# elevator_ctrl

**elevator_ctrl: M1 wires**

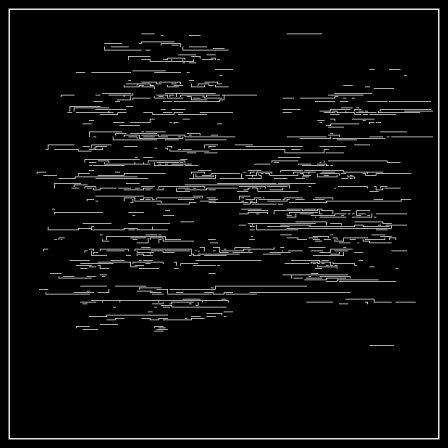

===== src/rtl/elevator_ctrl.sv =====
`default_nettype none
// ============================================================================
// Module   : elevator_ctrl
// Purpose  : Four-floor elevator controller. Latches floor calls, schedules
//            travel with a direction-preserving (collective) policy, and
//            times floor-to-floor movement and door-open intervals.
// Ports    : clk       - system clock, rising edge
//            rst_n     - asynchronous active-low reset
//            call[3:0] - per-floor call request, level-sampled every cycle
//            door_hold - keeps the door open (only with ELEV_DOOR_HOLD_EN)
//            floor     - current floor 0..3 (registered)
//            state     - 0 IDLE, 1 UP, 2 DOWN, 3 DOOR (registered)
//            pending   - latched outstanding requests (registered)
// Config   : define ELEV_DOOR_HOLD_EN to add the door_hold input.
// Revision : 1.0 - initial release
// ============================================================================
module elevator_ctrl #(
    parameter int MOVE_TICKS = 50_000_000,
    parameter int DOOR_TICKS = 100_000_000
) (
    input  logic       clk,
    input  logic       rst_n,
    input  logic [3:0] call,
`ifdef ELEV_DOOR_HOLD_EN
    input  logic       door_hold,
`endif
    output logic [1:0] floor,
    output logic [1:0] state,
    output logic [3:0] pending
);

    localparam int c_MAX_TICKS = (MOVE_TICKS > DOOR_TICKS) ? MOVE_TICKS : DOOR_TICKS;
    localparam int c_TW        = $clog2(c_MAX_TICKS);
    localparam logic [c_TW-1:0] c_MOVE_LAST = c_TW'(MOVE_TICKS - 1);
    localparam logic [c_TW-1:0] c_DOOR_LAST = c_TW'(DOOR_TICKS - 1);
    localparam logic            c_DIR_UP    = 1'b1;
    localparam logic            c_DIR_DOWN  = 1'b0;

    typedef enum logic [1:0] {
        S_IDLE = 2'd0,
        S_UP   = 2'd1,
        S_DOWN = 2'd2,
        S_DOOR = 2'd3
    } state_t;

    state_t            r_state;
    state_t            w_state_next;
    logic [c_TW-1:0]   r_timer;
    logic [c_TW-1:0]   w_timer_next;
    logic              r_dir;
    logic              w_dir_next;
    logic [1:0]        w_floor_next;
    logic [1:0]        w_floor_up;
    logic [1:0]        w_floor_dn;
    logic [3:0]        w_above_mask;
    logic [3:0]        w_below_mask;
    logic              w_above;
    logic              w_below;
    logic              w_here;
    logic              w_hold;
    logic              w_recall;
    logic [3:0]        w_clr;
    logic [3:0]        w_pending_next;

`ifdef ELEV_DOOR_HOLD_EN
    assign w_hold = door_hold;
`else
    assign w_hold = 1'b0;
`endif

    // Scheduling looks only at latched requests, never at raw call inputs.
    assign w_above_mask = 4'b1110 << floor;
    assign w_below_mask = ~(4'b1111 << floor);
    assign w_above      = |(pending & w_above_mask);
    assign w_below      = |(pending & w_below_mask);
    assign w_here       = pending[floor];
    assign w_recall     = call[floor];

    // Saturating neighbours guard against ever leaving 0..3.
    assign w_floor_up   = (floor == 2'd3) ? 2'd3 : floor + 2'd1;
    assign w_floor_dn   = (floor == 2'd0) ? 2'd0 : floor - 2'd1;

    always_comb begin
        w_state_next = r_state;
        w_floor_next = floor;
        w_dir_next   = r_dir;
        w_timer_next = r_timer + c_TW'(1);
        case (r_state)
            S_IDLE: begin
                w_timer_next = '0;
                if (w_here) begin
                    w_state_next = S_DOOR;
                end else if (w_above) begin
                    w_state_next = S_UP;
                    w_dir_next   = c_DIR_UP;
                end else if (w_below) begin
                    w_state_next = S_DOWN;
                    w_dir_next   = c_DIR_DOWN;
                end
            end
            S_UP: begin
                if (r_timer == c_MOVE_LAST) begin
                    w_timer_next = '0;
                    w_floor_next = w_floor_up;
                    if (pending[w_floor_up]) begin
                        w_state_next = S_DOOR;
                    end
                end
            end
            S_DOWN: begin
                if (r_timer == c_MOVE_LAST) begin
                    w_timer_next = '0;
                    w_floor_next = w_floor_dn;
                    if (pending[w_floor_dn]) begin
                        w_state_next = S_DOOR;
                    end
                end
            end
            S_DOOR: begin
                // A re-call of this floor or an active hold restarts the interval.
                if (w_recall || w_hold) begin
                    w_timer_next = '0;
                end else if (r_timer == c_DOOR_LAST) begin
                    w_timer_next = '0;
                    if (r_dir == c_DIR_UP && w_above) begin
                        w_state_next = S_UP;
                    end else if (r_dir == c_DIR_DOWN && w_below) begin
                        w_state_next = S_DOWN;
                    end else if (w_below) begin
                        w_state_next = S_DOWN;
                        w_dir_next   = c_DIR_DOWN;
                    end else if (w_above) begin
                        w_state_next = S_UP;
                        w_dir_next   = c_DIR_UP;
                    end else begin
                        w_state_next = S_IDLE;
                    end
                end
            end
            default: begin
                w_state_next = S_IDLE;
                w_timer_next = '0;
            end
        endcase
    end

    // The door floor's bit is cleared on the edge DOOR is entered (using the
    // floor being arrived at) and masked for as long as the door stays open.
    assign w_clr          = (r_state == S_DOOR || w_state_next == S_DOOR)
                            ? (4'b0001 << w_floor_next) : 4'b0000;
    assign w_pending_next = (pending | call) & ~w_clr;

    always_ff @(posedge clk or negedge rst_n) begin
        if (!rst_n) begin
            r_state <= S_IDLE;
            r_timer <= '0;
            r_dir   <= c_DIR_UP;
            floor   <= 2'd0;
            pending <= 4'b0000;
        end else begin
            r_state <= w_state_next;
            r_timer <= w_timer_next;
            r_dir   <= w_dir_next;
            floor   <= w_floor_next;
            pending <= w_pending_next;
        end
    end

    assign state = r_state;

endmodule
`default_nettype wire


===== config.mk =====
export PLATFORM = sky130hd
export DESIGN_NAME = elevator_ctrl
export DESIGN_NICKNAME = d
export VERILOG_FILES = /design/src/rtl/elevator_ctrl.sv
export SDC_FILE = /design/constraint.sdc
export NUM_CORES = 1
export LEC_CHECK = 0
export CAP_MARGIN = 20
export CORE_UTILIZATION = 28
export CTS_CLUSTER_SIZE = 28
export DETAILED_ROUTE_END_ITERATION = 7
export SETUP_SLACK_MARGIN = 0.3
export SYNTH_ARGS = -nofsm -noshare
export SYNTH_HDL_FRONTEND = slang
export SYNTH_SLANG_ARGS = --single-unit

===== constraint.sdc =====
create_clock -name clk -period 3 [get_ports clk]
set_input_delay 0.6 -clock clk [delete_from_list [all_inputs] [get_ports clk]]
set_output_delay 0.6 -clock clk [all_outputs]
set_load 0.03 [all_outputs]

# mem_arbiter

**config.mk**
```make
export PLATFORM = sky130hd
export DESIGN_NAME = mem_arbiter
export DESIGN_NICKNAME = d
export VERILOG_FILES = /design/src/rtl/mem_arbiter.sv
export SDC_FILE = /design/constraint.sdc
export NUM_CORES = 1
export LEC_CHECK = 0
export CAP_MARGIN = 20
export CORE_AREA = 8 8 210 212
export DETAILED_ROUTE_END_ITERATION = 16
export DIE_AREA = 0 0 218 220
export PLACE_DENSITY_LB_ADDON = 0.12
export SYNTH_ARGS = -nofsm -noshare
export SYNTH_HDL_FRONTEND = slang
export SYNTH_SLANG_ARGS = --single-unit
```
**constraint.sdc**
```tcl
create_clock -name Clk -period 2.2 [get_ports Clk]
set_input_delay 0.22 -clock Clk [delete_from_list [all_inputs] [get_ports Clk]]
set_output_delay 0.22 -clock Clk [all_outputs]
set_load 0.005 [all_outputs]
```
**src/rtl/mem_arbiter.sv**
```systemverilog
// Arbitrates the single main-memory port between I-cache refills and D-cache
// write-through / refill traffic, and routes each response back to its requester.
module mem_arbiter #(
  parameter int ADDR_W       = 32,
  parameter int LINE_W       = 128,
  parameter int STARVE_LIMIT = 4
) (
  input  logic              Clk,
  input  logic              Rst,
  input  logic              i_readmiss,
  input  logic [ADDR_W-1:0] i_address,
  output logic              i_readready,
  output logic [LINE_W-1:0] i_datareadmiss,
  input  logic              d_readmiss,
  input  logic              d_memwritethru,
  input  logic [ADDR_W-1:0] d_address,
  input  logic [31:0]       d_datawrite,
  output logic              d_readready,
  output logic              d_writeready,
  output logic [LINE_W-1:0] d_datareadmiss,
  output logic              mem_req,
  output logic              mem_we,
  output logic [ADDR_W-1:0] mem_addr,
  output logic [31:0]       mem_wdata,
  input  logic [LINE_W-1:0] mem_rdata,
  input  logic              mem_ack
);

  typedef enum logic [2:0] {IDLE, I_READ, D_WRITE, D_READ, RESP} state_t;

  localparam logic [3:0]        LIMIT     = 4'(STARVE_LIMIT);
  localparam logic [ADDR_W-1:0] WORD_MASK = ~ADDR_W'(3);
  localparam logic [ADDR_W-1:0] LINE_MASK = ~ADDR_W'(15);

  state_t     state;
  logic [3:0] starve_cnt;
  logic       d_pend;
  logic       d_pick;

  assign d_pend = d_readmiss | d_memwritethru;
  // D wins unless it has already taken LIMIT grants while I was left waiting.
  assign d_pick = d_pend & ((starve_cnt < LIMIT) | ~i_readmiss);

  always_ff @(posedge Clk or negedge Rst) begin
    if (!Rst) begin
      state          <= IDLE;
      starve_cnt     <= '0;
      i_readready    <= 1'b0;
      d_readready    <= 1'b0;
      d_writeready   <= 1'b0;
      i_datareadmiss <= '0;
      d_datareadmiss <= '0;
      mem_req        <= 1'b0;
      mem_we         <= 1'b0;
      mem_addr       <= '0;
      mem_wdata      <= '0;
    end else begin
      i_readready  <= 1'b0;
      d_readready  <= 1'b0;
      d_writeready <= 1'b0;
      case (state)
        IDLE: begin
          if (!i_readmiss) starve_cnt <= '0;
          if (d_pick) begin
            if (i_readmiss && (starve_cnt < LIMIT)) starve_cnt <= starve_cnt + 4'd1;
            mem_req   <= 1'b1;
            mem_wdata <= d_datawrite;
            // A write miss commits the word first; the refill follows from D_WRITE.
            if (d_memwritethru) begin
              state    <= D_WRITE;
              mem_we   <= 1'b1;
              mem_addr <= d_address & WORD_MASK;
            end else begin
              state    <= D_READ;
              mem_we   <= 1'b0;
              mem_addr <= d_address & LINE_MASK;
            end
          end else if (i_readmiss) begin
            starve_cnt <= '0;
            state      <= I_READ;
            mem_req    <= 1'b1;
            mem_we     <= 1'b0;
            mem_addr   <= i_address & LINE_MASK;
          end
        end
        I_READ: begin
          if (mem_ack) begin
            i_datareadmiss <= mem_rdata;
            i_readready    <= 1'b1;
            mem_req        <= 1'b0;
            state          <= RESP;
          end
        end
        D_WRITE: begin
          if (mem_ack) begin
            d_writeready <= 1'b1;
            mem_we       <= 1'b0;
            if (d_readmiss) begin
              // Refill the same line straight away, keeping the port.
              state    <= D_READ;
              mem_addr <= mem_addr & LINE_MASK;
            end else begin
              mem_req <= 1'b0;
              state   <= RESP;
            end
          end
        end
        D_READ: begin
          if (mem_ack) begin
            d_datareadmiss <= mem_rdata;
            d_readready    <= 1'b1;
            mem_req        <= 1'b0;
            state          <= RESP;
          end
        end
        RESP:    state <= IDLE;
        default: state <= IDLE;
      endcase
    end
  end

endmodule

```
# uart16550_tx_ctrl

**src/rtl/uart16550_tx_ctrl.sv**
```systemverilog
// Bus master that programs a 16550 UART register file and then feeds it bytes
// from a valid/ready producer, polling LSR.THRE ahead of every THR write.
module uart16550_tx_ctrl #(
  parameter logic [31:0] BASE_ADDR = 32'h1000,
  parameter logic [15:0] DIVISOR   = 16'd54,
  parameter logic [7:0]  LCR_VALUE = 8'h03,
  parameter logic [7:0]  IER_VALUE = 8'h00
) (
  input  logic        clk,
  input  logic        rst,
  input  logic        tx_valid,
  input  logic [7:0]  tx_data,
  output logic        tx_ready,
  output logic        init_done,
  output logic        bus_req,
  output logic        bus_we,
  output logic [31:0] bus_addr,
  output logic [31:0] bus_wdata,
  input  logic        bus_ack,
  input  logic [31:0] bus_rdata
);

  localparam logic [31:0] OFS_THR_DLL = 32'h00;
  localparam logic [31:0] OFS_IER_DLM = 32'h04;
  localparam logic [31:0] OFS_LCR     = 32'h0C;
  localparam logic [31:0] OFS_LSR     = 32'h14;
  localparam int unsigned LSR_THRE    = 5;

  typedef enum logic [2:0] {
    S_INIT_LCR_DLAB,
    S_INIT_DLL,
    S_INIT_DLM,
    S_INIT_LCR,
    S_INIT_IER,
    S_IDLE,
    S_POLL_LSR,
    S_WR_THR
  } state_t;

  state_t      state_q, state_d;
  logic        req_d, we_d, tx_ready_d, init_done_d;
  logic [31:0] addr_d, wdata_d;

  logic        st_we;
  logic [31:0] st_ofs;
  logic [7:0]  st_byte;

  logic        unused_rdata_bits;
  assign unused_rdata_bits = ^{bus_rdata[31:LSR_THRE+1], bus_rdata[LSR_THRE-1:0]};

  // Transaction each bus-owning state issues; WR_THR reuses the byte captured on entry.
  always_comb begin
    st_we   = 1'b0;
    st_ofs  = '0;
    st_byte = '0;
    unique case (state_q)
      S_INIT_LCR_DLAB: begin st_we = 1'b1; st_ofs = OFS_LCR;     st_byte = LCR_VALUE | 8'h80; end
      S_INIT_DLL:      begin st_we = 1'b1; st_ofs = OFS_THR_DLL; st_byte = DIVISOR[7:0];      end
      S_INIT_DLM:      begin st_we = 1'b1; st_ofs = OFS_IER_DLM; st_byte = DIVISOR[15:8];     end
      S_INIT_LCR:      begin st_we = 1'b1; st_ofs = OFS_LCR;     st_byte = LCR_VALUE;         end
      S_INIT_IER:      begin st_we = 1'b1; st_ofs = OFS_IER_DLM; st_byte = IER_VALUE;         end
      S_POLL_LSR:      begin st_we = 1'b0; st_ofs = OFS_LSR;     st_byte = '0;                end
      S_WR_THR:        begin st_we = 1'b1; st_ofs = OFS_THR_DLL; st_byte = bus_wdata[7:0];    end
      default:         begin st_we = 1'b0; st_ofs = '0;          st_byte = '0;                end
    endcase
  end

  always_comb begin
    state_d     = state_q;
    req_d       = bus_req;
    we_d        = bus_we;
    addr_d      = bus_addr;
    wdata_d     = bus_wdata;
    tx_ready_d  = 1'b0;
    init_done_d = init_done;

    if (state_q == S_IDLE) begin
      // IDLE launches the LSR read directly so a byte costs no extra cycle here.
      if (init_done && tx_valid) begin
        state_d = S_POLL_LSR;
        req_d   = 1'b1;
        we_d    = 1'b0;
        addr_d  = BASE_ADDR + OFS_LSR;
        wdata_d = '0;
      end
    end else if (!bus_req) begin
      req_d   = 1'b1;
      we_d    = st_we;
      addr_d  = BASE_ADDR + st_ofs;
      wdata_d = {24'h0, st_byte};
    end else if (bus_ack) begin
      req_d = 1'b0;
      unique case (state_q)
        S_INIT_LCR_DLAB: state_d = S_INIT_DLL;
        S_INIT_DLL:      state_d = S_INIT_DLM;
        S_INIT_DLM:      state_d = S_INIT_LCR;
        S_INIT_LCR:      state_d = S_INIT_IER;
        S_INIT_IER: begin
          state_d     = S_IDLE;
          init_done_d = 1'b1;
        end
        S_POLL_LSR: begin
          if (bus_rdata[LSR_THRE]) begin
            if (tx_valid) begin
              state_d = S_WR_THR;
              wdata_d = {24'h0, tx_data};
            end else begin
              state_d = S_IDLE;
            end
          end
        end
        S_WR_THR: begin
          state_d    = S_IDLE;
          tx_ready_d = 1'b1;
        end
        default: state_d = state_q;
      endcase
    end
  end

  always_ff @(posedge clk) begin
    if (rst) begin
      state_q   <= S_INIT_LCR_DLAB;
      bus_req   <= 1'b0;
      bus_we    <= 1'b0;
      bus_addr  <= '0;
      bus_wdata <= '0;
      tx_ready  <= 1'b0;
      init_done <= 1'b0;
    end else begin
      state_q   <= state_d;
      bus_req   <= req_d;
      bus_we    <= we_d;
      bus_addr  <= addr_d;
      bus_wdata <= wdata_d;
      tx_ready  <= tx_ready_d;
      init_done <= init_done_d;
    end
  end

endmodule

```
**config.mk**
```make
export PLATFORM = sky130hd
export DESIGN_NAME = uart16550_tx_ctrl
export DESIGN_NICKNAME = d
export VERILOG_FILES = /design/src/rtl/uart16550_tx_ctrl.sv
export SDC_FILE = /design/constraint.sdc
export NUM_CORES = 1
export LEC_CHECK = 0
export ABC_AREA = 1
export CORE_ASPECT_RATIO = 0.5
export CORE_MARGIN = 5
export CORE_UTILIZATION = 36
export CTS_CLUSTER_SIZE = 25
export DETAILED_ROUTE_END_ITERATION = 6
export HOLD_SLACK_MARGIN = 0.05
export PLACE_DENSITY_LB_ADDON = 0.3
export SKIP_LAST_GASP = 1
export SYNTH_ARGS = -nofsm -noshare
export SYNTH_HDL_FRONTEND = slang
export SYNTH_SLANG_ARGS = --single-unit
```
**constraint.sdc**
```tcl
create_clock -name clk -period 2.37 [get_ports clk]
set_input_delay 0.711 -clock clk [delete_from_list [all_inputs] [get_ports clk]]
set_output_delay 0.711 -clock clk [all_outputs]
set_load 0.01 [all_outputs]
```

## Gallery

The metal 2 layer.
Plate I
Scale bar: 20 um. Cells faint in the background.
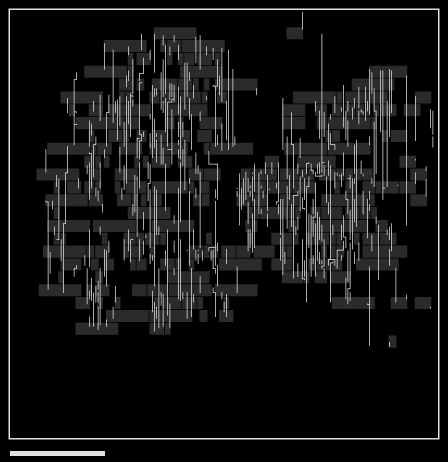
Plate II
Scale bar: 20 um. Cells faint in the background.
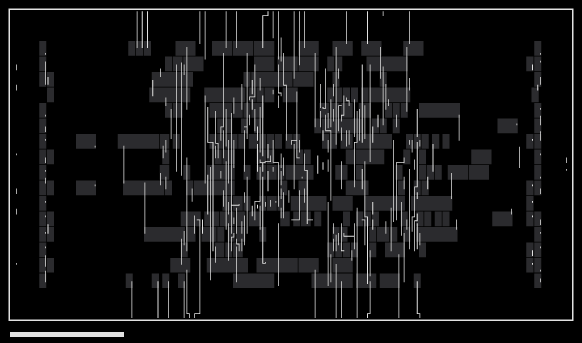
Plate III
Scale bar: 50 um. Cells faint in the background.
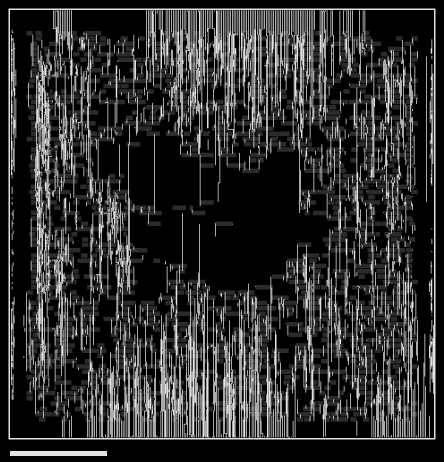
- Plate I = elevator_ctrl
- Plate II = uart16550_tx_ctrl
- Plate III = mem_arbiter
The one with the largest die is Plate III.
The one with the smallest die is Plate II.

Key to Plate II:
wire length on this layer: 1240 um
longest straight run: 21.1 um
nets with wire on the layer: 201

**uart16550_tx_ctrl: routing congestion**

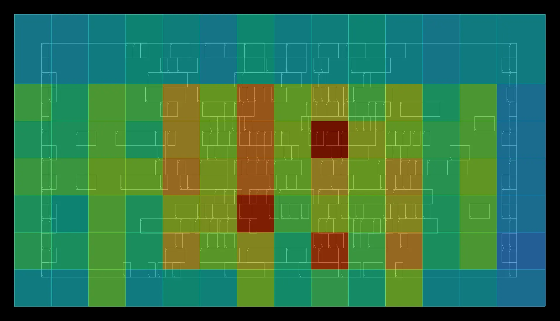
met2 GRT Util: 18.12%
WL per Instance: 9.330 um

==> impl_metrics.py, uart16550_tx_ctrl <==
# Flow results
metrics = {
    "global_route": {
        "antenna_found_initial": 0,
        "grt_overflow": 0,
        "grt_use_total_pct": 9.472,
        "grt_max_degree": 14,
    },
    "power_and_ir_drop": {
        "pwr_density_cell_nw_per_um2": 507.8,
        "p_seq_share_pct": 44.8,
    },
    "cells_and_area": {
        "inverters": 26,
        "final-seq-area_um2": 380.4,
        "final_layout_top_logic_cells": "conb_1, nand2_1, clkdlybuf4s50_1",
    },
    "sta": {
        "fin_worst_skew_ns": 0.002562,
    },
    "synthesis": {
        "synth-main-ff-cell": "dfxtp_1",
        "ys_seq_share_pct": 26.86,
    },
    "critical_path": {
        "r2r_start": "state_q[0]",
    },
    "clocking": {
        "cts_root_buf": "clkbuf_8",
        "holdBufCountCts": 0,
    },
    "status": {
        "status": "finished, final reports clean",
    },
    "route": {
        "route.met3.wl_um": 312,
    },
}
-- uart16550_tx_ctrl: kinds of logic (layout without fill, tap and decap cells) --
logic type / Yosys count / count (layout) / synth area share [%]
simple gates: 93 / 93 / 30.21
buf+inv: 84 / 60 / 38.07
flops: 19 / 19 / 26.85
compound gates: 13 / 13 / 4.593
other cells: 1 / 52 / 0.2648
-- uart16550_tx_ctrl: sequential cells by signal, summed over array words and instances (netlist names) --
| name | count |
|---|---|
| bus_we | 1 |
| tx_ready | 1 |
| bus_req | 1 |
| state_q | 3 |
| bus_wdata | 8 |
| bus_addr | 4 |
| init_done | 1 |
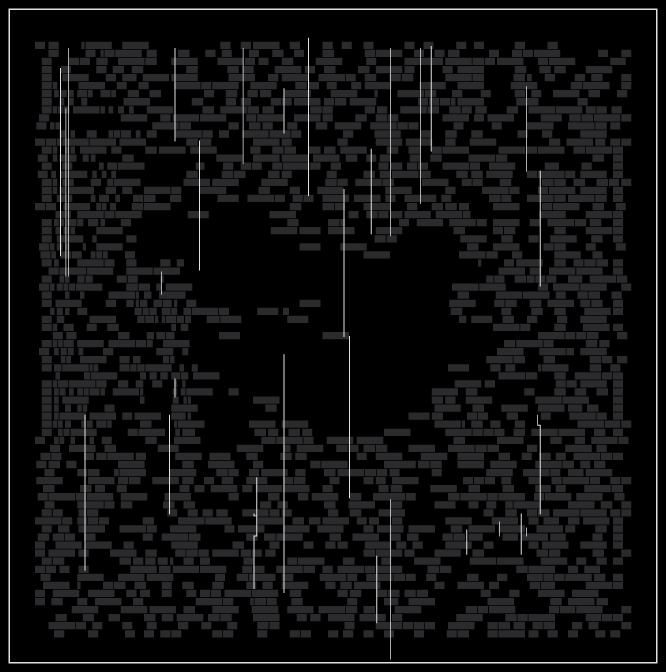
**Above:** mem_arbiter (met4 routing).
Cells faint in the background.
main direction: vertical
nets with wire on the layer: 18
longest straight run: 80.2 um
share of all routed wire: 2.5%
wire length on this layer: 1090 um

**mem_arbiter: the metal 3 layer**

Scale bar: 50 um.
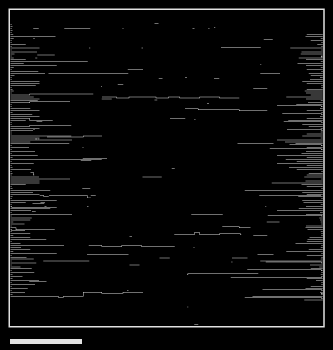
main direction: horizontal
nets with wire on the layer: 304

==> impl_metrics.py, mem_arbiter <==
# Flow results
metrics = {
    "clocking": {
        "clk_path_buf_depth": 3,
    },
    "sta": {
        "drv_slew": 0,
        "hold_viol": 0,
        "rsz0062_at_grt": "false",
    },
    "route": {
        "routedWlPerCell_um": 22.23,
        "first_pass_iters": 4,
    },
    "place": {
        "gp_congestion": 0.8062,
        "dp.cells": 1902,
        "numPortBuffers": 546,
    },
    "cells_and_area": {
        "area_growth_pct": 58.54,
        "utilization_pct": 50.42,
    },
    "global_route": {
        "grt_max_degree": 65,
        "grt_pass1_wl_um": 64730,
    },
    "synthesis": {
        "top_cells_by_area": "dfrtp_1, mux2_2, mux2_1",
        "ys_seq_share_pct": 64.03,
        "syn-instance-count": 840,
        "yosys-top-cells-count": "dfrtp_1, mux2_2, mux2_1",
    },
    "critical_path": {
        "crit_path_start_kind": "flop",
        "setup.worst_path.class": "reg -> reg",
    },
    "power_and_ir_drop": {
        "pwr_density_cell_nw_per_um2": 1467,
        "pwr-share-clk_pct": 21.4,
        "powerSeq_uw": 10700,
    },
    "status": {
        "status": "finished, final reports clean",
    },
    "floorplanning": {
        "io_pins": 555,
        "dieArea_um2": 47960,
    },
}
-- mem_arbiter: registers in the layout, indices dropped and copies added (netlist names), 3 cells and up --
register        cells
state               3
mem_wdata          32
starve_cnt          4
i_datareadmiss    128
mem_addr           30
d_datareadmiss    128
-- mem_arbiter: critical path, delay by kind of cell (launching register included) --
family	cells	cell delay, ns
DFF	1	0.46
buffers and inverters	2	0.38
muxes	1	0.34
and+or+nand+nor	2	0.52
-- mem_arbiter: timing repair --
action                                 4_1_cts  5_1_grt
endpoints found under the hold margin       54        0
hold buffers                                 1        0
setup endpoints to repair                    0        0
**elevator_ctrl: the metal 3 layer**

Scale bar: 20 um.
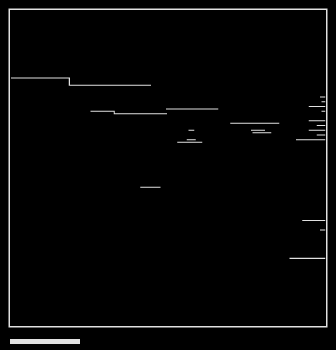
share of all routed wire: 3.7%
nets with wire on the layer: 21
wire length on this layer: 163 um
longest straight run: 23.2 um

## Picture notes: 'M1 wires' of elevator_ctrl
share of all routed wire: 51%
main direction: horizontal
wire length on this layer: 2260 um
nets with wire on the layer: 238
longest straight run: 29.0 um

==> impl_metrics.py, elevator_ctrl <==
# Flow results
metrics = {
    "sta": {
        "fin_worst_skew_ns": 0.001503,
        "fin_tns_setup_ns": 0,
    },
    "synthesis": {
        "syn_area_um2": 2197,
        "fp_nets": 251,
        "adder_share_pct": 3.417,
        "ys_seq_share_pct": 41.06,
        "yosys.cell_types.count": 50,
        "ys_async_sr_fraction_pct": 100.0,
        "yosysTopAreaCellShare_pct": 39.86,
        "synth-seq-cells": 36,
    },
    "cells_and_area": {
        "area_growth_pct": 15.60,
        "reg_top3": "r_timer: 27 flops, pending: 4 flops",
        "comb_area_share_pct": 48.62,
        "clock_buffers": 7,
        "largest_class": "combinational gates",
    },
    "floorplanning": {
        "io_pins": 14,
    },
    "route": {
        "via_per_inst": 4.823,
        "routedWlPerCell_um": 12.42,
    },
    "critical_path": {
        "end_kind": "flop",
        "critPathSlowestCell": "mux4_2",
        "setup.worst_path.class": "in -> reg",
        "crit_start": "call[3]",
        "cp_num_buf_inv": 1,
        "cp_data_required_time_ns": 3.21,
    },
    "status": {
        "status": "finished, final reports clean",
    },
    "power_and_ir_drop": {
        "powerSeq_uw": 485,
    },
    "flow_run": {
        "cap_violations": 0,
    },
    "clocking": {
        "clkTransAtPathRegs_ns": 0.07,
    },
}
==> elevator_ctrl: through the flow <==
step / std cells / hold slack [ns] / utilization (%) / power, uW / setup WS (ns)
2_1_floorplan: 239 / 0.3044 / - / 497.2 / 0.5060
3_5_place_dp: 347 / 0.4851 / 32.70 / 514.4 / 0.01148
5_1_grt: 356 / 0.4813 / 34.28 / 908.8 / 0.3353
6_report: 356 / 0.3881 / 34.28 / 868.2 / 0.4171
4_1_cts: 355 / 0.4383 / 33.96 / 882.8 / 0.3034
3_3_place_gp: 347 / 0.4726 / 32.70 / 514.0 / 0.09067

# jtag_scan_master

**jtag_scan_master: M1 wires**

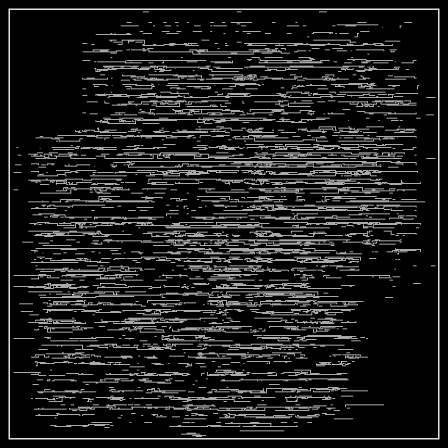

$ cat config.mk
export PLATFORM = sky130hd
export DESIGN_NAME = jtag_scan_master
export DESIGN_NICKNAME = d
export VERILOG_FILES = /design/src/rtl/jtag_scan_master.sv
export SDC_FILE = /design/constraint.sdc
export NUM_CORES = 1
export LEC_CHECK = 0
export CAP_MARGIN = 20
export CORE_MARGIN = 2
export CORE_UTILIZATION = 53
export DETAILED_ROUTE_END_ITERATION = 8
export HOLD_SLACK_MARGIN = 0.1
export PLACE_DENSITY = 0.79
export SLEW_MARGIN = 15
export SYNTH_ARGS = -nofsm -noshare
export SYNTH_HDL_FRONTEND = slang
export SYNTH_SLANG_ARGS = --single-unit
$ cat constraint.sdc
create_clock -name clk -period 3.4 [get_ports clk]
set_input_delay 0.68 -clock clk [delete_from_list [all_inputs] [get_ports clk]]
set_output_delay 0.68 -clock clk [all_outputs]
set_load 0.005 [all_outputs]
$ cat src/rtl/jtag_scan_master.sv
// JTAG scan initiator: turns one host command (TAP reset, IR/DR scan, idle clocks)
// into a tck/tms/tdi bit stream and returns the tdo bits captured during the shift.
module jtag_scan_master #(
  parameter int DW          = 64,
  parameter int HALF_PERIOD = 2
) (
  input  logic                 clk,
  input  logic                 rst,
  input  logic                 cmd_valid,
  output logic                 cmd_ready,
  input  logic [1:0]           cmd_op,
  input  logic [$clog2(DW):0]  cmd_len,
  input  logic [DW-1:0]        cmd_data,
  output logic                 rsp_valid,
  output logic [DW-1:0]        rsp_data,
  output logic                 busy,
  output logic                 tck,
  output logic                 tms,
  output logic                 tdi,
  input  logic                 tdo
);

  localparam int LW = $clog2(DW) + 1;
  localparam int CW = (LW < 3) ? 3 : LW;
  localparam int HW = (HALF_PERIOD > 1) ? $clog2(HALF_PERIOD) : 1;
  localparam logic [HW-1:0] HALF_LAST = HW'(HALF_PERIOD - 1);

  localparam logic [1:0] OP_RESET = 2'b00;
  localparam logic [1:0] OP_IR    = 2'b01;
  localparam logic [1:0] OP_IDLE  = 2'b11;

  typedef enum logic [2:0] {S_IDLE, S_HDR, S_SHIFT, S_TRL, S_TMSRUN} state_e;

  state_e          state_q, state_d, next_state;
  logic [CW-1:0]   cnt_q, cnt_d, next_cnt, len_q, len_d, len_eff;
  logic [HW-1:0]   half_q, half_d;
  logic [1:0]      op_q, op_d;
  logic [DW-1:0]   data_q, data_d, cap_q, cap_d, rsp_data_q, rsp_data_d;
  logic            tck_q, tck_d, tms_q, tms_d, tdi_q, tdi_d;
  logic            rsp_valid_q, rsp_valid_d, last_bit;

  // TMS value of bit c of segment s; the header is 1,0,0 for DR and 1,1,0,0 for IR
  function automatic logic bit_tms(state_e s, logic [CW-1:0] c, logic [1:0] op,
                                   logic [CW-1:0] len);
    case (s)
      S_HDR:    bit_tms = (c == '0) || ((op == OP_IR) && (c == CW'(1)));
      S_SHIFT:  bit_tms = (c == len - CW'(1));
      S_TRL:    bit_tms = (c == '0);
      S_TMSRUN: bit_tms = (op == OP_RESET) && (c < CW'(5));
      default:  bit_tms = 1'b0;
    endcase
  endfunction

  function automatic logic bit_tdi(state_e s, logic [CW-1:0] c, logic [DW-1:0] d);
    logic [DW-1:0] sh;
    sh = d >> c;
    bit_tdi = (s == S_SHIFT) && sh[0];
  endfunction

  assign len_eff = (cmd_len == '0) ? CW'(1) :
                   (CW'(cmd_len) > CW'(DW)) ? CW'(DW) : CW'(cmd_len);

  always_comb begin
    state_d     = state_q;
    cnt_d       = cnt_q;
    half_d      = half_q;
    op_d        = op_q;
    len_d       = len_q;
    data_d      = data_q;
    cap_d       = cap_q;
    tck_d       = tck_q;
    tms_d       = tms_q;
    tdi_d       = tdi_q;
    rsp_valid_d = 1'b0;
    rsp_data_d  = rsp_data_q;
    next_state  = state_q;
    next_cnt    = cnt_q + CW'(1);

    case (state_q)
      S_HDR:    last_bit = (cnt_q == ((op_q == OP_IR) ? CW'(3) : CW'(2)));
      S_SHIFT:  last_bit = (cnt_q == len_q - CW'(1));
      S_TRL:    last_bit = (cnt_q == CW'(1));
      S_TMSRUN: last_bit = (cnt_q == ((op_q == OP_RESET) ? CW'(5) : len_q - CW'(1)));
      default:  last_bit = 1'b0;
    endcase

    if (last_bit) begin
      next_cnt = '0;
      case (state_q)
        S_HDR:   next_state = S_SHIFT;
        S_SHIFT: next_state = S_TRL;
        default: next_state = S_IDLE;
      endcase
    end

    if (state_q == S_IDLE) begin
      if (cmd_valid) begin
        op_d    = cmd_op;
        len_d   = len_eff;
        data_d  = cmd_data;
        cap_d   = '0;
        cnt_d   = '0;
        half_d  = '0;
        tck_d   = 1'b0;
        state_d = ((cmd_op == OP_RESET) || (cmd_op == OP_IDLE)) ? S_TMSRUN : S_HDR;
        tms_d   = bit_tms(state_d, '0, cmd_op, len_eff);
        tdi_d   = 1'b0;
      end
    end else if (half_q != HALF_LAST) begin
      half_d = half_q + HW'(1);
    end else begin
      half_d = '0;
      if (!tck_q) begin
        // tdo was driven on the previous tck fall, so it is stable at this rise
        tck_d = 1'b1;
        if (state_q == S_SHIFT) cap_d = cap_q | (DW'(tdo) << cnt_q);
      end else begin
        tck_d   = 1'b0;
        state_d = next_state;
        cnt_d   = next_cnt;
        if (next_state == S_IDLE) begin
          rsp_valid_d = 1'b1;
          rsp_data_d  = cap_q;
          tms_d       = 1'b0;
          tdi_d       = 1'b0;
        end else begin
          tms_d = bit_tms(next_state, next_cnt, op_q, len_q);
          tdi_d = bit_tdi(next_state, next_cnt, data_q);
        end
      end
    end
  end

  always_ff @(posedge clk) begin
    if (rst) begin
      state_q     <= S_IDLE;
      cnt_q       <= '0;
      half_q      <= '0;
      op_q        <= '0;
      len_q       <= '0;
      data_q      <= '0;
      cap_q       <= '0;
      tck_q       <= 1'b0;
      tms_q       <= 1'b1;
      tdi_q       <= 1'b0;
      rsp_valid_q <= 1'b0;
      rsp_data_q  <= '0;
    end else begin
      state_q     <= state_d;
      cnt_q       <= cnt_d;
      half_q      <= half_d;
      op_q        <= op_d;
      len_q       <= len_d;
      data_q      <= data_d;
      cap_q       <= cap_d;
      tck_q       <= tck_d;
      tms_q       <= tms_d;
      tdi_q       <= tdi_d;
      rsp_valid_q <= rsp_valid_d;
      rsp_data_q  <= rsp_data_d;
    end
  end

  assign cmd_ready = (state_q == S_IDLE);
  assign busy      = ~cmd_ready;
  assign tck       = tck_q;
  assign tms       = tms_q;
  assign tdi       = tdi_q;
  assign rsp_valid = rsp_valid_q;
  assign rsp_data  = rsp_data_q;

endmodule

# nn_stream_decode

**config.mk**
```make
export PLATFORM = sky130hd
export DESIGN_NAME = nn_stream_decode
export DESIGN_NICKNAME = d
export VERILOG_FILES = /design/src/rtl/nn_stream_decode.sv
export SDC_FILE = /design/constraint.sdc
export NUM_CORES = 1
export LEC_CHECK = 0
export CORE_ASPECT_RATIO = 0.9
export CORE_MARGIN = 2
export CORE_UTILIZATION = 25
export DETAILED_ROUTE_END_ITERATION = 6
export GPL_TIMING_DRIVEN = 0
export PLACE_DENSITY = 0.56
export SLEW_MARGIN = 15
export SYNTH_ARGS = -nofsm -noshare
export SYNTH_HDL_FRONTEND = slang
export SYNTH_SLANG_ARGS = --single-unit
export TNS_END_PERCENT = 10
```
**constraint.sdc**
```tcl
create_clock -name clk_i -period 2.05 [get_ports clk_i]
set_clock_uncertainty 0.1 [all_clocks]
set_input_delay 0.3075 -clock clk_i [delete_from_list [all_inputs] [get_ports clk_i]]
set_output_delay 0.3075 -clock clk_i [all_outputs]
set_load 0.005 [all_outputs]
```
**src/rtl/nn_stream_decode.sv**
```systemverilog
// nn_stream_decode: sums a signed stochastic bitstream over windows of 2^N_BITS enabled samples.
//
// Ports:
//   clk_i      rising-edge clock
//   init_i     asynchronous active-high reset
//   in_i       bitstream sample
//   sign_in_i  sample polarity (0 = +1, 1 = -1)
//   en_i       sample qualifier; cycles with en_i=0 are ignored
//   start_i    begin or restart a window (its own sample is not counted)
//   rdy_i      downstream consumer ready
//   value_o    signed window sum
//   valid_o    value_o holds an unconsumed result
//   overrun_o  one-cycle pulse when an unconsumed result is overwritten
//   busy_o     high while accumulating
module nn_stream_decode #(
    parameter int unsigned N_BITS     = 8,
    parameter bit          CONTINUOUS = 1'b1
) (
    input  logic                     clk_i,
    input  logic                     init_i,
    input  logic                     in_i,
    input  logic                     sign_in_i,
    input  logic                     en_i,
    input  logic                     start_i,
    input  logic                     rdy_i,
    output logic signed [N_BITS+1:0] value_o,
    output logic                     valid_o,
    output logic                     overrun_o,
    output logic                     busy_o
);

    localparam int unsigned AccW = N_BITS + 2;
    localparam logic [N_BITS-1:0] CntLast = {N_BITS{1'b1}};

    typedef enum logic [0:0] {StIdle, StAccum} state_e;

    state_e                 state_q, state_d;
    logic [N_BITS-1:0]      cnt_q, cnt_d;
    logic signed [AccW-1:0] acc_q, acc_d;
    logic signed [AccW-1:0] value_q, value_d;
    logic                   valid_q, valid_d;
    logic                   overrun_q, overrun_d;

    logic signed [AccW-1:0] delta;
    logic signed [AccW-1:0] acc_sum;
    logic                   capture;

    // Sample contribution: +1, -1 (all ones) or 0.
    always_comb begin
        delta = '0;
        if (in_i) begin
            delta = sign_in_i ? '1 : AccW'(1);
        end
    end

    assign acc_sum = acc_q + delta;

    always_comb begin
        state_d = state_q;
        cnt_d   = cnt_q;
        acc_d   = acc_q;
        capture = 1'b0;
        case (state_q)
            StIdle: begin
                if (start_i) begin
                    state_d = StAccum;
                    cnt_d   = '0;
                    acc_d   = '0;
                end
            end
            StAccum: begin
                if (start_i) begin
                    // Restart discards the partial window.
                    cnt_d = '0;
                    acc_d = '0;
                end else if (en_i) begin
                    if (cnt_q == CntLast) begin
                        capture = 1'b1;
                        cnt_d   = '0;
                        acc_d   = '0;
                        if (!CONTINUOUS) begin
                            state_d = StIdle;
                        end
                    end else begin
                        cnt_d = cnt_q + N_BITS'(1);
                        acc_d = acc_sum;
                    end
                end
            end
            default: state_d = StIdle;
        endcase
    end

    // Result register and handshake; a capture wins over a same-cycle consume.
    always_comb begin
        value_d   = value_q;
        valid_d   = valid_q;
        overrun_d = 1'b0;
        if (valid_q && rdy_i) begin
            valid_d = 1'b0;
        end
        if (capture) begin
            value_d   = acc_sum;
            valid_d   = 1'b1;
            overrun_d = valid_q && !rdy_i;
        end
    end

    always_ff @(posedge clk_i or posedge init_i) begin
        if (init_i) begin
            state_q   <= StIdle;
            cnt_q     <= '0;
            acc_q     <= '0;
            value_q   <= '0;
            valid_q   <= 1'b0;
            overrun_q <= 1'b0;
        end else begin
            state_q   <= state_d;
            cnt_q     <= cnt_d;
            acc_q     <= acc_d;
            value_q   <= value_d;
            valid_q   <= valid_d;
            overrun_q <= overrun_d;
        end
    end

    assign value_o   = value_q;
    assign valid_o   = valid_q;
    assign overrun_o = overrun_q;
    assign busy_o    = (state_q == StAccum);

endmodule

```
# if_fetch_unit

$ cat src/rtl/if_pkg.sv
// Shared types for the IF stage: FSM states and the IF/ID bundle.
package if_pkg;

  localparam logic [31:0] NOP_WORD_DEF = 32'h0000_0000;

  typedef enum logic [1:0] {
    BOOT,
    RUN,
    HOLD,
    HOLD_RD
  } if_state_e;

  typedef struct packed {
    logic [31:0] instr;
    logic [31:0] npc;
    logic        valid;
  } if_id_t;

  function automatic if_id_t bubble(
    input logic [31:0] nop
  );
    if_id_t b;
    b.instr = nop;
    b.npc   = 32'h0;
    b.valid = 1'b0;
    return b;
  endfunction

endpackage

$ cat src/rtl/ifid_reg.sv
// IF/ID pipeline latch with hold and bubble control.
// Bubble wins over hold so a flush clears a stalled stage.
module ifid_reg
  import if_pkg::*;
#(
  parameter logic [31:0] NOP_WORD = NOP_WORD_DEF
) (
  input  logic   clk,
  input  logic   rst_n,
  input  logic   hold_i,
  input  logic   bubble_i,
  input  if_id_t d_i,
  output if_id_t q_o
);

  if_id_t q_q;
  if_id_t q_d;

  always_comb begin
    q_d = q_q;
    if (bubble_i) begin
      q_d = bubble(NOP_WORD);
    end else if (!hold_i) begin
      q_d = d_i;
    end
  end

  always_ff @(posedge clk or negedge rst_n) begin
    if (!rst_n) begin
      q_q <= bubble(NOP_WORD);
    end else begin
      q_q <= q_d;
    end
  end

  assign q_o = q_q;

endmodule

$ cat src/rtl/if_fetch_unit.sv
// IF stage: PC register, fetch FSM, stalled-redirect latch.
// Feeds the combinational imem and the IF/ID latch.
module if_fetch_unit
  import if_pkg::*;
#(
  parameter logic [31:0] RESET_PC  = 32'h0000_0000,
  parameter int          MEM_WORDS = 128,
  parameter logic [31:0] NOP_WORD  = NOP_WORD_DEF
) (
  input  logic        clk,
  input  logic        rst_n,
  input  logic        stall_i,
  input  logic        flush_i,
  input  logic        redirect_i,
  input  logic [31:0] redirect_pc_i,
  output logic [31:0] imem_addr_o,
  input  logic [31:0] imem_data_i,
  output logic [31:0] ifid_instr_o,
  output logic [31:0] ifid_npc_o,
  output logic        ifid_valid_o,
  output logic        redir_pend_o
);

  localparam int AW = $clog2(MEM_WORDS);

  if_state_e   state_q;
  if_state_e   state_d;
  logic [31:0] pc_q;
  logic [31:0] pc_d;
  logic [31:0] tgt_q;
  logic [31:0] tgt_d;

  logic [AW-1:0] pc_inc;
  logic [31:0]   pc_seq;
  logic [31:0]   redir_tgt;
  logic          ifid_hold;
  logic          ifid_bub;
  if_id_t        ifid_d;
  if_id_t        ifid_q;

  assign pc_inc    = pc_q[AW-1:0] + AW'(1);
  assign pc_seq    = {{(32-AW){1'b0}}, pc_inc};
  assign redir_tgt = {{(32-AW){1'b0}}, redirect_pc_i[AW-1:0]};

  always_ff @(posedge clk or negedge rst_n) begin
    if (!rst_n) begin
      state_q <= BOOT;
      pc_q    <= RESET_PC;
      tgt_q   <= 32'h0;
    end else begin
      state_q <= state_d;
      pc_q    <= pc_d;
      tgt_q   <= tgt_d;
    end
  end

  always_comb begin
    state_d = state_q;
    unique case (state_q)
      BOOT: state_d = RUN;
      RUN,
      HOLD: begin
        if (stall_i) begin
          state_d = redirect_i ? HOLD_RD : HOLD;
        end else begin
          state_d = RUN;
        end
      end
      HOLD_RD: state_d = stall_i ? HOLD_RD : RUN;
      default: state_d = BOOT;
    endcase
  end

  // A redirect seen this cycle beats the latched one.
  always_comb begin
    pc_d      = pc_q;
    tgt_d     = tgt_q;
    ifid_hold = 1'b1;
    ifid_bub  = 1'b0;
    if (state_q == BOOT) begin
      pc_d = pc_q;
    end else if (stall_i) begin
      ifid_bub = flush_i;
      if (redirect_i) begin
        tgt_d = redir_tgt;
      end
    end else begin
      ifid_hold = 1'b0;
      ifid_bub  = flush_i;
      if (redirect_i) begin
        pc_d = redir_tgt;
      end else if (state_q == HOLD_RD) begin
        pc_d = tgt_q;
      end else begin
        pc_d = pc_seq;
      end
    end
  end

  assign ifid_d.instr = imem_data_i;
  assign ifid_d.npc   = pc_seq;
  assign ifid_d.valid = 1'b1;

  ifid_reg #(
    .NOP_WORD(NOP_WORD)
  ) u_ifid (
    .clk     (clk),
    .rst_n   (rst_n),
    .hold_i  (ifid_hold),
    .bubble_i(ifid_bub),
    .d_i     (ifid_d),
    .q_o     (ifid_q)
  );

  assign imem_addr_o  = pc_q;
  assign ifid_instr_o = ifid_q.instr;
  assign ifid_npc_o   = ifid_q.npc;
  assign ifid_valid_o = ifid_q.valid;
  assign redir_pend_o = (state_q == HOLD_RD);

endmodule

$ cat config.mk
export PLATFORM = sky130hd
export DESIGN_NAME = if_fetch_unit
export DESIGN_NICKNAME = d
export VERILOG_FILES = /design/src/rtl/if_pkg.sv /design/src/rtl/ifid_reg.sv /design/src/rtl/if_fetch_unit.sv
export SDC_FILE = /design/constraint.sdc
export NUM_CORES = 1
export LEC_CHECK = 0
export CAP_MARGIN = 20
export CORE_MARGIN = 8
export CORE_UTILIZATION = 46
export DETAILED_ROUTE_END_ITERATION = 8
export GPL_TIMING_DRIVEN = 1
export PLACE_DENSITY_LB_ADDON = 0.3
export RECOVER_POWER = 100
export SYNTH_ARGS = -nofsm -noshare
export SYNTH_HDL_FRONTEND = slang
export SYNTH_HIERARCHICAL = 1
export SYNTH_SLANG_ARGS = --single-unit
$ cat constraint.sdc
create_clock -name clk -period 3.4 [get_ports clk]
set_input_delay 0.51 -clock clk [delete_from_list [all_inputs] [get_ports clk]]
set_output_delay 0.51 -clock clk [all_outputs]
set_load 0.01 [all_outputs]

==> layout pictures side by side <==
The metal 2 layer.
shot_01.png
Scale bar: 20 um. Cells faint in the background.
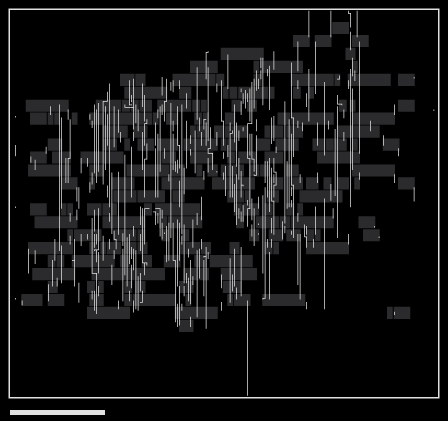
shot_02.png
Scale bar: 50 um. Cells faint in the background.
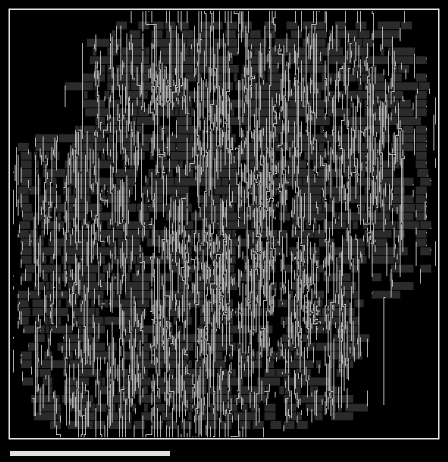
shot_03.png
Scale bar: 20 um. Cells faint in the background.
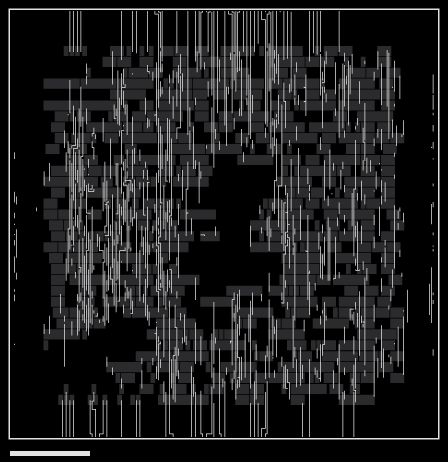
The one with the smallest die is shot_01.png.
The one with the largest die is shot_02.png.
shot_02.png: jtag_scan_master
shot_01.png: nn_stream_decode
shot_03.png: if_fetch_unit

**nn_stream_decode: the metal 3 layer**

Scale bar: 20 um.
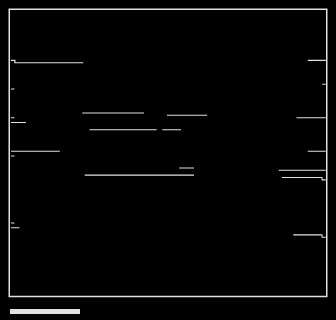
share of all routed wire: 4.4%
longest straight run: 30.8 um
main direction: horizontal
wire length on this layer: 184 um
nets with wire on the layer: 18

**nn_stream_decode: zoomed window**

Scale bar: 5 um. Window x 12 to 32, y 51 to 71 um. Cells in gray, sequential cells in the stronger gray; small squares are vias.
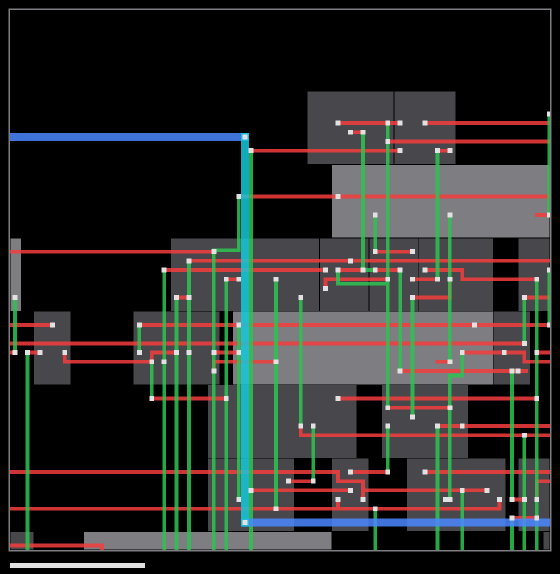
legend:
  M1:
    color: red
  M3:
    color: blue
  M2:
    color: green
  M4:
    color: cyan
netlist names of flops here include: `acc_q` (2)
sequential cells in the window: 2
cells with their middle in the window: 16
most frequent: nand2_1 (2), xnor2_1 (2), ha_2 (2)

==> impl_metrics.py, nn_stream_decode <==
# Flow results
metrics = {
    "critical_path": {
        "setup.worst_path.class": "reg -> reg",
        "crit_family": "simple AND/OR/NAND/NOR gates",
        "r2r_start": "cnt_q[1]",
        "endpoint": "value_o[8]",
        "crit_start": "cnt_q[1]",
        "crit_path_start_kind": "flop",
        "cp_data_required_time_ns": 2.16,
        "worst-path-max-fanout": 9,
    },
    "synthesis": {
        "adder_share_pct": 2.261,
        "yosys.area.top_type": "dfrtp_1",
        "ys_area_um2": 1660,
        "most_common_cell": "dfrtp_1",
    },
    "cells_and_area": {
        "buffers": 29,
        "layout.nonclk_buf_share_pct": 12.00,
        "fin_nets": 217,
        "n_antenna_cell": 0,
    },
    "sta": {
        "holdWs_ns": 0.3266,
        "hold_viol": 0,
        "worst_pin_slew_ns": 0.6833,
    },
    "min_path": {
        "whs_endpoint": "cnt_q[1]",
    },
    "place": {
        "dp_hpwl_um": 2808,
        "dpl_cell_area_um2": 1969,
    },
    "power_and_ir_drop": {
        "powerSeq_uw": 687,
    },
    "route": {
        "ant_nets": 0,
    },
    "clocking": {
        "clk_latency_ns": 0.28,
    },
    "global_route": {
        "grt_pass1_vias": 1368,
    },
    "status": {
        "status": "finished, final reports clean",
    },
    "floorplanning": {
        "taps": 90,
        "fp.dieW_um": 89.90,
    },
}
nn_stream_decode: per-layer routing:
metal / track usage, % / up-vias / wire, um
li1: - / 719 / -
met1: 17.42 / 704 / 2107
met2: 17.88 / 27 / 1843
met3: 3.618 / 4 / 184
met4: 2.769 / 0 / 29
met5: 0 / - / 0
nn_stream_decode: flip-flops by register name (all words and copies together), names as in the netlist:
signal     flops
acc_q         10
value_o       10
cnt_q          8
busy_o         1
overrun_o      1
valid_o        1
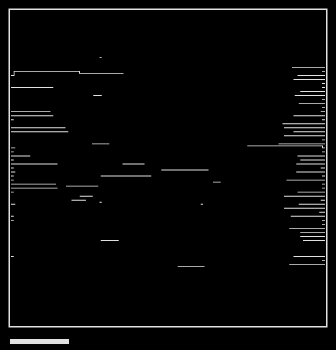
**Above:** if_fetch_unit (the metal 3 layer).
Scale bar: 20 um.
nets with wire on the layer: 76
wire length on this layer: 602 um
longest straight run: 25.3 um
main direction: horizontal
share of all routed wire: 6.9%

==> impl_metrics.py, if_fetch_unit <==
# Flow results
metrics = {
    "status": {
        "status": "finished, violations left",
        "violations": "capacitance limit, slew limit",
    },
    "power_and_ir_drop": {
        "maxPowerGroup": "combinational logic",
        "p_total_uw": 3878,
        "comb-power_uw": 1660,
        "combPwrFrac_pct": 42.8,
        "power_leakage_uw": 0.002751,
    },
    "synthesis": {
        "yosys.cell_types.count": 44,
        "ys_area_um2": 3790,
        "yosys-top-cells-count": "dfrtp_1, nor2_1, mux2i_1",
        "ys_seq_share_pct": 53.48,
        "synth-edff-count": 0,
    },
    "cells_and_area": {
        "area_share_clock_buf_inv_pct": 3.742,
        "area_growth_pct": 36.74,
        "layout.nonclk_buf_share_pct": 23.49,
        "design_area_um2": 5182,
    },
    "critical_path": {
        "crit_path_start_kind": "flop",
        "crit_family": "buffers and inverters",
        "rr_worst_depth": 7,
    },
    "sta": {
        "drv_slew": 34,
        "hold_viol": 0,
    },
    "flow_run": {
        "warnings": 52,
        "cap_violations": 1,
    },
    "clocking": {
        "clk_latency_ns": 0.34,
        "numCtsBuffers": 9,
    },
    "route": {
        "via_per_inst": 4.756,
    },
}
## if_fetch_unit: cells by family (layout without fill, tap and decap cells)
kind of cell / Yosys count / count (layout)
adders and majority gates: 3 / 3
buffers and inverters: 48 / 142
DFF: 81 / 81
xor gates and xnor gates: 5 / 5
and+or+nand+nor: 95 / 95
AOI/OAI and AO/OA: 23 / 23
muxes: 73 / 73
other: 2 / 51
## if_fetch_unit: registers in the layout, indices dropped and copies added (netlist names)
register     count
tgt_q            7
imem_addr_o      7
u_ifid/q_o      65
state_q          2
**jtag_scan_master: routing congestion**

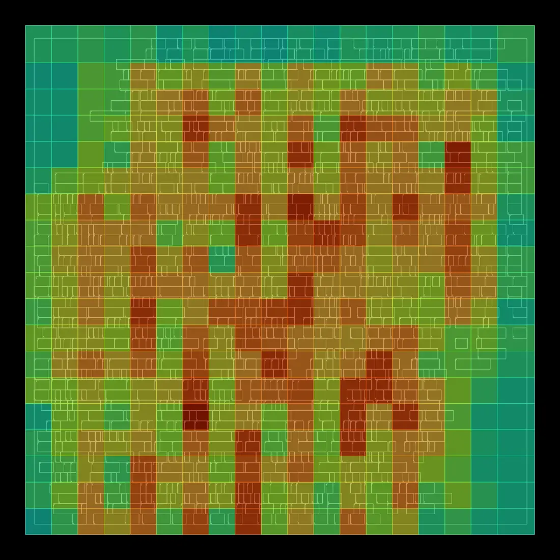
WL per Instance: 16.53 um
gr usage total: 25.02%
final core utilization: 68.36%
gr busiest metal: met2
met3 Use GR: 4.497%

## Picture notes: 'M1 wires' of jtag_scan_master
main direction: horizontal
share of all routed wire: 43%
nets with wire on the layer: 1122
wire length on this layer: 9870 um
longest straight run: 73.6 um

==> impl_metrics.py, jtag_scan_master <==
# Flow results
metrics = {
    "sta": {
        "holdWs_ns": 0.4531,
        "final-setup-viol-count": 0,
        "finalClockPeriodUsage_pct": 93.41,
    },
    "clocking": {
        "clkTransAtPathRegs_ns": 0.06,
        "clk_path_buf_depth": 3,
    },
    "flow_run": {
        "cap_violations": 0,
    },
    "power_and_ir_drop": {
        "power_leakage_uw": 0.004525,
        "swShare_pct": 24.68,
        "p_sw_uw": 1416,
    },
    "place": {
        "pre_cts_slack_ns": 0.2018,
        "numPortBuffers": 146,
    },
    "cells_and_area": {
        "comb_area_share_pct": 37.96,
        "area_growth_pct": 26.53,
        "sh_seq_area_pct": 38.15,
        "num-fill-cells": 1353,
    },
    "status": {
        "status": "finished, final reports clean",
    },
    "critical_path": {
        "cp_data_required_time_ns": 3.75,
        "rr_endpoint": "rsp_data[15]",
    },
    "floorplanning": {
        "fp_util_pct": 54.03,
    },
    "synthesis": {
        "ys_cells": 1024,
    },
}
jtag_scan_master: metal layers:
metal | up-vias | global-route usage, % | part of all wire, % | routed length, um
li1 | 3751 | - | - | -
met1 | 3609 | 33.10 | 43 | 9865
met2 | 268 | 42.14 | 48 | 11040
met3 | 47 | 4.497 | 6.1 | 1399
met4 | 0 | 7.310 | 2.0 | 465
met5 | - | 0 | 0 | 0
jtag_scan_master: flip-flops by register name, summed over array words and instances (netlist names):
signal and flops:
tms 1, tck 1, cnt_q 7, len_q 7
tdi 1, rsp_data 64, state_q 3, rsp_valid 1
cap_q 64, data_q 64, half_q 1, op_q 2


==> layout pictures side by side <==
M1 wires.
panel A
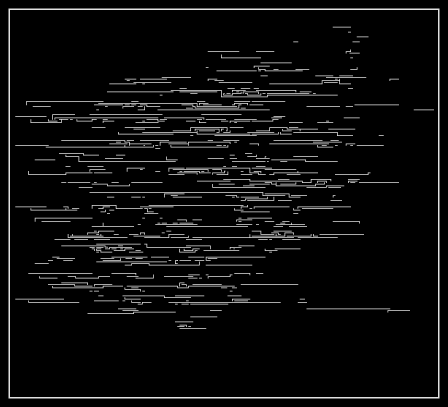
panel B
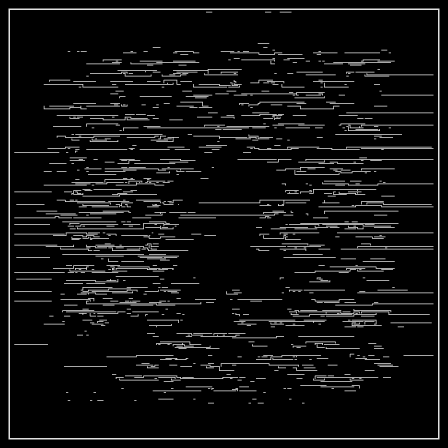
panel C
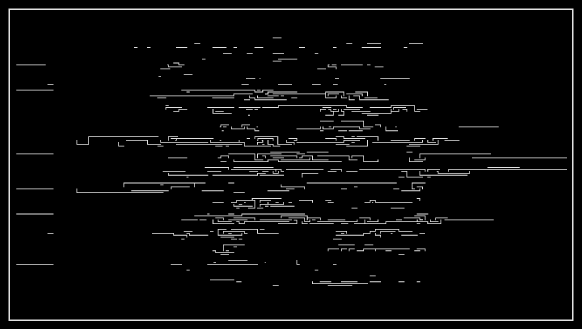
panel D
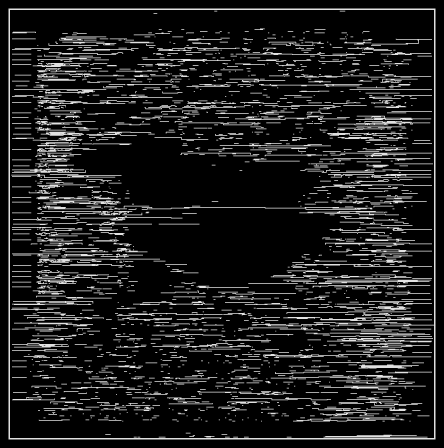
- uart16550_tx_ctrl = panel C
- mem_arbiter = panel D
- nn_stream_decode = panel A
- if_fetch_unit = panel B

Key to panel A:
share of all routed wire: 51%
nets with wire on the layer: 193
wire length on this layer: 2110 um
longest straight run: 36.3 um
main direction: horizontal

No activity file was given, so power comes from the tool's default toggle rates.
